# block 1

block_1/class_map.png
Drawn at 1 px/um.
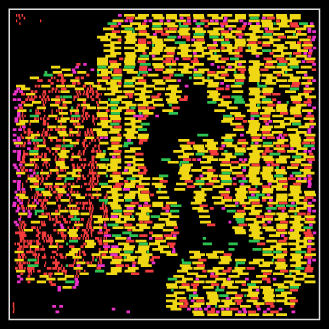

File: src/rtl/fetch_unit.sv
// fetch_unit: owns fetch PC, issues ICache INCR bursts, queues beats for decode; FETCH_PERF_EN adds perf counters
module fetch_unit #(
  parameter logic [31:0] RESET_PC  = 32'h0000_0000,
  parameter int          BURST_LEN = 4,
  parameter int          FQ_DEPTH  = 8
) (
  input  logic        clk,
  input  logic        rst_n,
  input  logic        redirect_valid,
  input  logic [31:0] redirect_pc,
  output logic        arvalid,
  output logic [31:0] araddr,
  output logic [1:0]  arburst,
  output logic [2:0]  arsize,
  output logic [7:0]  arlen,
  input  logic        arready,
  input  logic        rvalid,
  input  logic [63:0] rdata,
  input  logic        rlast,
  output logic        rready,
  output logic        out_valid,
  input  logic        out_ready,
  output logic [31:0] out_pc,
  output logic [63:0] out_instr,
  output logic [1:0]  out_mask
`ifdef FETCH_PERF_EN
  ,
  output logic [31:0] perf_beats,
  output logic [31:0] perf_flushes
`endif
);
  localparam int PW = (FQ_DEPTH > 1) ? $clog2(FQ_DEPTH) : 1;
  localparam int CW = $clog2(FQ_DEPTH + 1);
  typedef enum logic [1:0] {IDLE, ADDR, DATA, DRAIN} state_t;
  state_t        state_q, state_d;
  logic [31:0]   fetch_pc_q, fetch_pc_d, araddr_q, araddr_d, beat_pc_q, beat_pc_d, tgt_pc_q, tgt_pc_d;
  logic [7:0]    arlen_q, arlen_d, len_nxt;
  logic [CW-1:0] cnt_q, cnt_d, res_q, res_d;
  logic [PW-1:0] wr_q, wr_d, rd_q, rd_d;
  logic          drain_q, drain_d, tgt_pend_q, tgt_pend_d, tgt_half_q, tgt_half_d;
  logic          push, pop;
  logic [31:0]   free, idx;
  logic [1:0]    push_mask;
  logic [31:0]   fq_pc [FQ_DEPTH];
  logic [63:0]   fq_instr [FQ_DEPTH];
  logic [1:0]    fq_mask [FQ_DEPTH];

  function automatic logic [PW-1:0] inc(input logic [PW-1:0] p);
    return (p == PW'(FQ_DEPTH - 1)) ? '0 : p + PW'(1);
  endfunction

  // Next state: burst sizing, space reservation, queue pointers, redirect flush
  always_comb begin
    idx = (fetch_pc_q >> 3) & 32'(BURST_LEN - 1);
    len_nxt = 8'(32'(BURST_LEN) - 32'd1 - idx);
    free = 32'(FQ_DEPTH) - 32'(cnt_q) - 32'(res_q);
    push = (state_q == DATA) && rvalid && !redirect_valid;
    pop = out_valid && out_ready;
    push_mask = (tgt_pend_q && tgt_half_q && beat_pc_q == tgt_pc_q) ? 2'b10 : 2'b11;
    state_d = state_q;
    fetch_pc_d = fetch_pc_q;
    araddr_d = araddr_q;
    arlen_d = arlen_q;
    beat_pc_d = beat_pc_q;
    res_d = res_q;
    wr_d = wr_q;
    rd_d = rd_q;
    drain_d = drain_q;
    tgt_pend_d = tgt_pend_q;
    tgt_pc_d = tgt_pc_q;
    tgt_half_d = tgt_half_q;
    case (state_q)
      IDLE: begin
        if (!redirect_valid && free >= 32'(len_nxt) + 32'd1) begin
          state_d = ADDR;
          araddr_d = fetch_pc_q;
          arlen_d = len_nxt;
        end
      end
      ADDR: begin
        if (arready) begin
          state_d = (drain_q || redirect_valid) ? DRAIN : DATA;
          drain_d = 1'b0;
          beat_pc_d = araddr_q;
          if (!drain_q) begin
            fetch_pc_d = araddr_q + ((32'(arlen_q) + 32'd1) << 3);
            res_d = res_q + CW'(arlen_q) + CW'(1);
          end
        end else if (redirect_valid) begin
          drain_d = 1'b1;
        end
      end
      default: state_d = (rvalid && rlast) ? IDLE : (redirect_valid ? DRAIN : state_q);
    endcase
    if (push) begin
      beat_pc_d = beat_pc_q + 32'd8;
      res_d = res_q - CW'(1);
      wr_d = inc(wr_q);
      if (beat_pc_q == tgt_pc_q) tgt_pend_d = 1'b0;
    end
    if (pop) rd_d = inc(rd_q);
    cnt_d = cnt_q + CW'(push) - CW'(pop);
    if (redirect_valid) begin
      fetch_pc_d = redirect_pc & ~32'h7;
      tgt_pc_d = redirect_pc & ~32'h7;
      tgt_half_d = redirect_pc[2];
      tgt_pend_d = 1'b1;
      res_d = '0;
      cnt_d = '0;
      wr_d = '0;
      rd_d = '0;
    end
  end

  // State and control registers
  always_ff @(posedge clk or negedge rst_n) begin
    if (!rst_n) begin
      state_q <= IDLE;
      fetch_pc_q <= RESET_PC;
      araddr_q <= RESET_PC;
      arlen_q <= '0;
      beat_pc_q <= '0;
      res_q <= '0;
      cnt_q <= '0;
      wr_q <= '0;
      rd_q <= '0;
      drain_q <= 1'b0;
      tgt_pend_q <= 1'b0;
      tgt_pc_q <= '0;
      tgt_half_q <= 1'b0;
    end else begin
      state_q <= state_d;
      fetch_pc_q <= fetch_pc_d;
      araddr_q <= araddr_d;
      arlen_q <= arlen_d;
      beat_pc_q <= beat_pc_d;
      res_q <= res_d;
      cnt_q <= cnt_d;
      wr_q <= wr_d;
      rd_q <= rd_d;
      drain_q <= drain_d;
      tgt_pend_q <= tgt_pend_d;
      tgt_pc_q <= tgt_pc_d;
      tgt_half_q <= tgt_half_d;
    end
  end

  // Fetch-queue storage; occupancy is tracked by the pointers above
  always_ff @(posedge clk) begin
    if (push) begin
      fq_pc[wr_q] <= beat_pc_q;
      fq_instr[wr_q] <= rdata;
      fq_mask[wr_q] <= push_mask;
    end
  end

  assign arvalid = (state_q == ADDR);
  assign araddr = araddr_q;
  assign arlen = arlen_q;
  assign arburst = 2'b01;
  assign arsize = 3'b011;
  assign rready = (state_q == DATA) || (state_q == DRAIN);
  assign out_valid = (cnt_q != '0) && !redirect_valid;
  assign out_pc = fq_pc[rd_q];
  assign out_instr = fq_instr[rd_q];
  assign out_mask = fq_mask[rd_q];

`ifdef FETCH_PERF_EN
  logic [31:0] perf_beats_q, perf_beats_d, perf_flushes_q, perf_flushes_d;
  // Count beats pushed into the queue and redirect pulses
  always_comb begin
    perf_beats_d = perf_beats_q + 32'(push);
    perf_flushes_d = perf_flushes_q + 32'(redirect_valid);
  end
  // Perf counter registers
  always_ff @(posedge clk or negedge rst_n) begin
    if (!rst_n) begin
      perf_beats_q <= '0;
      perf_flushes_q <= '0;
    end else begin
      perf_beats_q <= perf_beats_d;
      perf_flushes_q <= perf_flushes_d;
    end
  end
  assign perf_beats = perf_beats_q;
  assign perf_flushes = perf_flushes_q;
`endif
endmodule
File: config.mk
export PLATFORM = sky130hd
export DESIGN_NAME = fetch_unit
export DESIGN_NICKNAME = d
export VERILOG_FILES = /design/src/rtl/fetch_unit.sv
export SDC_FILE = /design/constraint.sdc
export NUM_CORES = 1
export LEC_CHECK = 0
export CAP_MARGIN = 10
export CELL_PAD_IN_SITES_DETAIL_PLACEMENT = 1
export CELL_PAD_IN_SITES_GLOBAL_PLACEMENT = 2
export CORE_MARGIN = 2
export CORE_UTILIZATION = 40
export DETAILED_ROUTE_END_ITERATION = 8
export PLACE_DENSITY = 0.79
export SKIP_CTS_REPAIR_TIMING = 1
export SLEW_MARGIN = 20
export SYNTH_ARGS = -nofsm -noshare
export SYNTH_HDL_FRONTEND = slang
export SYNTH_SLANG_ARGS = --single-unit
File: constraint.sdc
create_clock -name clk -period 34 [get_ports clk]
set_clock_uncertainty 0.05 [all_clocks]
set_input_delay 6.8 -clock clk [delete_from_list [all_inputs] [get_ports clk]]
set_output_delay 6.8 -clock clk [all_outputs]
set_load 0.05 [all_outputs]
# block 2

$ cat config.mk
export PLATFORM = sky130hd
export DESIGN_NAME = reg_bus_xfer_ctrl
export DESIGN_NICKNAME = d
export VERILOG_FILES = /design/src/rtl/reg_bus_xfer_ctrl.sv
export SDC_FILE = /design/constraint.sdc
export NUM_CORES = 1
export LEC_CHECK = 0
export CAP_MARGIN = 20
export CORE_AREA = 5 5 51 53
export CTS_CLUSTER_SIZE = 16
export DETAILED_ROUTE_END_ITERATION = 12
export DIE_AREA = 0 0 56 58
export SETUP_SLACK_MARGIN = 0.3
export SLEW_MARGIN = 20
export SYNTH_ARGS = -nofsm -noshare
export SYNTH_HDL_FRONTEND = slang
export SYNTH_SLANG_ARGS = --single-unit
$ cat constraint.sdc
create_clock -name CLK -period 3.6 [get_ports CLK]
set_input_delay 0.54 -clock CLK [delete_from_list [all_inputs] [get_ports CLK]]
set_output_delay 0.54 -clock CLK [all_outputs]
set_load 0.02 [all_outputs]
$ cat src/rtl/reg_bus_xfer_ctrl.sv
// Register-to-register move sequencer for the shared 16-bit bus of the 4x16 register bank.
// Arbitrates bus ownership between internal moves and one external master.
module reg_bus_xfer_ctrl #(
    parameter int unsigned TURNAROUND = 1
) (
    input  logic       CLK,
    input  logic       RST_N,
    input  logic       CMD_VALID,
    output logic       CMD_READY,
    input  logic [1:0] CMD_SRC,
    input  logic [1:0] CMD_DST,
    input  logic       EXT_REQ,
    output logic       EXT_GNT,
    input  logic       EXT_DONE,
    output logic [1:0] SEL,
    output logic       BUS_OE,
    output logic [3:0] LOAD,
    output logic       XFER_DONE,
    output logic       BUSY
);

    localparam logic [2:0] StIdle    = 3'd0;
    localparam logic [2:0] StDrive   = 3'd1;
    localparam logic [2:0] StLoad    = 3'd2;
    localparam logic [2:0] StTurn    = 3'd3;
    localparam logic [2:0] StExtOwn  = 3'd4;
    localparam logic [2:0] StExtTurn = 3'd5;

    localparam logic [2:0] TurnInit = 3'(TURNAROUND - 1);

    logic [2:0] state_q, state_d;
    logic [1:0] src_q, src_d;
    logic [1:0] dst_q, dst_d;
    logic [2:0] cnt_q, cnt_d;
    logic       prio_ext_q, prio_ext_d;
    logic       done_q, done_d;

    logic int_win;
    logic ext_win;
    logic is_idle;

    // prio_ext_q set means the external master wins a simultaneous request.
    always_comb begin
        int_win = CMD_VALID && (!EXT_REQ || !prio_ext_q);
        ext_win = EXT_REQ && (!CMD_VALID || prio_ext_q);
        is_idle = (state_q == StIdle);
    end

    // The only combinational output; gated so it is low throughout reset.
    always_comb begin
        CMD_READY = RST_N && is_idle && int_win;
    end

    always_comb begin
        state_d    = state_q;
        src_d      = src_q;
        dst_d      = dst_q;
        cnt_d      = cnt_q;
        prio_ext_d = prio_ext_q;
        done_d     = 1'b0;

        case (state_q)
            StIdle: begin
                if (int_win) begin
                    src_d = CMD_SRC;
                    dst_d = CMD_DST;
                    if (CMD_SRC == CMD_DST) begin
                        done_d = 1'b1;
                    end else begin
                        state_d = StDrive;
                    end
                    if (EXT_REQ) begin
                        prio_ext_d = 1'b1;
                    end
                end else if (ext_win) begin
                    state_d = StExtOwn;
                    if (CMD_VALID) begin
                        prio_ext_d = 1'b0;
                    end
                end
            end
            StDrive: begin
                state_d = StLoad;
            end
            StLoad: begin
                state_d = StTurn;
                cnt_d   = TurnInit;
                done_d  = 1'b1;
            end
            StTurn: begin
                if (cnt_q == 3'd0) begin
                    state_d = StIdle;
                end else begin
                    cnt_d = cnt_q - 3'd1;
                end
            end
            StExtOwn: begin
                if (EXT_DONE || !EXT_REQ) begin
                    state_d = StExtTurn;
                    cnt_d   = TurnInit;
                end
            end
            StExtTurn: begin
                if (cnt_q == 3'd0) begin
                    state_d = StIdle;
                end else begin
                    cnt_d = cnt_q - 3'd1;
                end
            end
            default: begin
                state_d = StIdle;
            end
        endcase
    end

    always_ff @(posedge CLK or negedge RST_N) begin
        if (!RST_N) begin
            state_q    <= StIdle;
            src_q      <= 2'd0;
            dst_q      <= 2'd0;
            cnt_q      <= 3'd0;
            prio_ext_q <= 1'b0;
            done_q     <= 1'b0;
        end else begin
            state_q    <= state_d;
            src_q      <= src_d;
            dst_q      <= dst_d;
            cnt_q      <= cnt_d;
            prio_ext_q <= prio_ext_d;
            done_q     <= done_d;
        end
    end

    always_comb begin
        SEL       = src_q;
        BUS_OE    = (state_q == StDrive) || (state_q == StLoad);
        LOAD      = (state_q == StLoad) ? (4'b0001 << dst_q) : 4'b0000;
        EXT_GNT   = (state_q == StExtOwn);
        XFER_DONE = done_q;
        BUSY      = !is_idle;
    end

endmodule

block_1/ff_map.png
Drawn at 2 px/um.
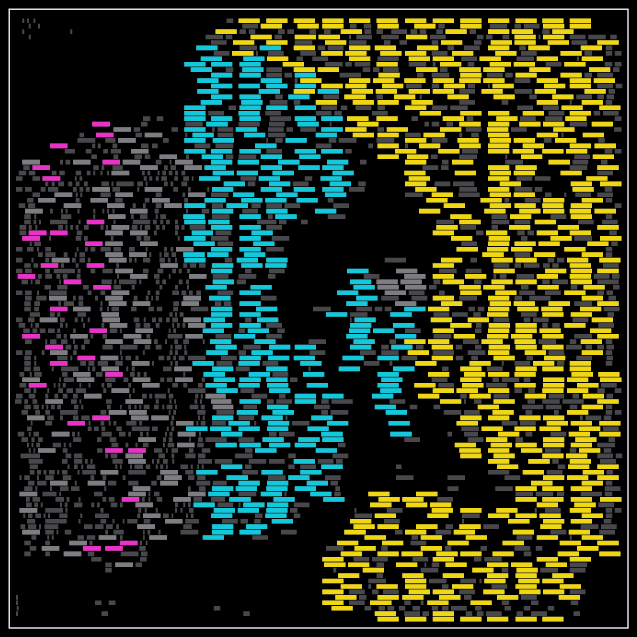
Key: magenta = `fetch_pc_q` [placed flops 32]; yellow = `fq_instr` [placed flops 512]; cyan = `fq_pc` [placed flops 256, where a column down the middle]
Another 122 sequential cells are not coloured.

About block_1/class_map.png:
Key: red = remaining logic cells [cells 912, share of their area 23%]; magenta = remaining buffers and delay cells [cells 256, share of their area 6.1%]; green = clock drivers and dummy loads [cells 184, share of their area 7.9%]; yellow = sequential cells [cells 922, share of their area 63%]
Seq/total area: 0.6086
core area: 0.09180 mm2

==> qor.yml, block 1 <==
cells_and_area:
  syn_to_final_growth_pct: 19.36
  clockBufferCount: 116
  comb_area_mm2: 0.009598
  finalInstanceArea_mm2: 0.04431
  final_common_cell: "edfxtp_1"
detailed_routing:
  drtIter0Drc: 1473
  routedWlPerCell_um: 25.04
  highest_layer: "met5"
global_route:
  grt-ovfl-total: 0
  grt_max_degree: 127
  gr-usage-met1: 0.2432
  met3_usage: 0.03850
worst_setup_path:
  critPathCapture: "out_valid"
  crit_required_ns: 27.15
  critPathMaxStageDelay_ns: 0.90
  path_class: "input pin to output port"
  crit_path_start_kind: "input pin"
pwr:
  p_comb_mw: 0.689
  total_power_mw: 3.242
  pwr-share-seq: 0.444
  swShare: 0.3017
  leakage_nw: 14.57
clock_tree:
  h-tree-depth: 3
  clock_tree.buffer_depth: 3
timing:
  hold_viol_final: 0
  tightest_slew_ns: 1.107
  fin_crit_ns: 15.28
status:
  outcome: "complete, no violations"
logic_synthesis:
  synth_chip_area_mm2: 0.03712
  ys.flops: 922
  syn_area_mm2: 0.03712
  synth_stat.cells: 1928
  simple_gate_share: 0.03853
  synth-seq-area-share: 0.7261
  post_synth_num_cell_types: 64
  ys_sh_adder: 0.01159
floorplan:
  die_area_mm2: 0.09526
  nWellTaps: 1243
  ios: 249
worst_hold_path:
  hold_end: "fetch_pc_q[23]"
  worstHoldPathCells: 2
placement:
  place_ws_ns: 18.76
  place_area_mm2: 0.04088
block_2/ff_map.png
Drawn at 10 px/um.
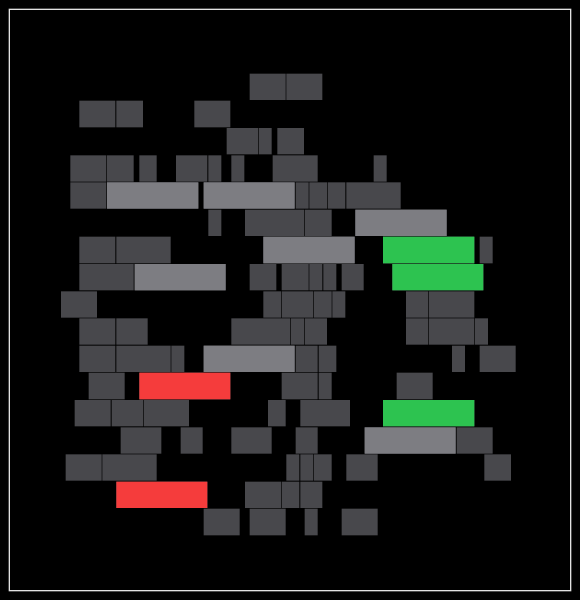
Key: green = `cnt_q` [placed flops 3]; red = `SEL` [placed flops 2]
Another 7 sequential cells are not coloured.

==> qor.yml, block 2 <==
logic_synthesis:
  synth_warnings: 0
  post_synth_num_cell_types: 30
  topCellsByArea: "dfrtp_1 40%, mux2_4 7.9%, ha_1 4.9%"
worst_setup_path:
  cp.depth: 4
  r2r_end: "cnt_q[2]"
  r2r_start: "state_q[1]"
  worstPathCellList: "clkdlybuf4s50_1 > a21boi_2 > and3_1 > clkdlybuf4s50_1"
  startpoint: "CMD_VALID"
  crit_top_cell: "clkdlybuf4s50_1"
status:
  outcome: "complete, no violations"
timing:
  period_used_share: 0.7498
  tns_ns: 0
  fin_ws_ns: 0.9006
  grt_setup_unrepaired: "false"
placement:
  place_ws_ns: 0.9028
  numPortBuffers: 19
  dp_cells: 119
cells_and_area:
  nMultiInputCombCells: 52
  final_common_cell: "clkdlybuf4s50_1"
  sh_seq_area: 0.2981
  diodes: 0
  buffer_area_frac: 0.1963
  dominant_cells: "multi-input combinational cells"
detailed_routing:
  drt_wl_total_um: 1492
clock_tree:
  cts_tree: "yes"
  clk_latency_ns: 0.26
global_route:
  grt_use_total: 0.09706
floorplan:
  ios: 20

==> notes/layouts.md <==
Pictures saved along the way, in no particular order.

The metal 3 layer.
picture 1
Drawn at 6 px/um.
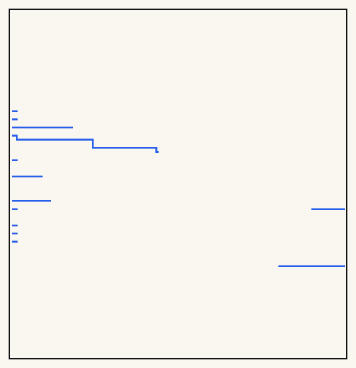
picture 2
Drawn at 1 px/um.
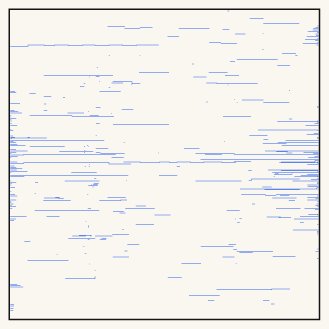
The one with the largest die is picture 2.
block 2 -> picture 1
block 1 -> picture 2



==> screenshots <==
Cell placement.
shot_01.png
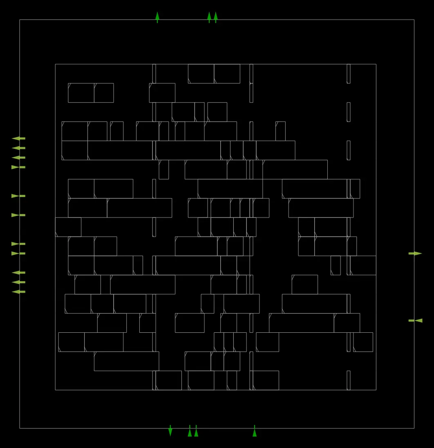
shot_02.png
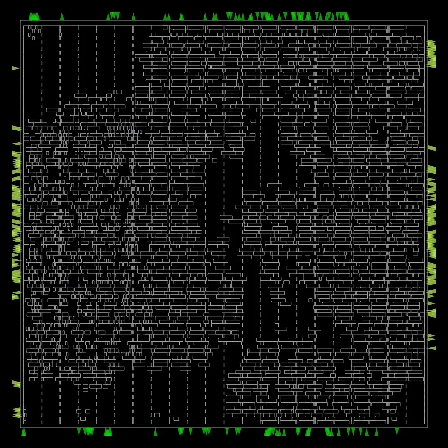
The one with the most sequential cells is shot_02.png.
shot_01.png: block 2
shot_02.png: block 1

Power and IR drop assume default switching activity.
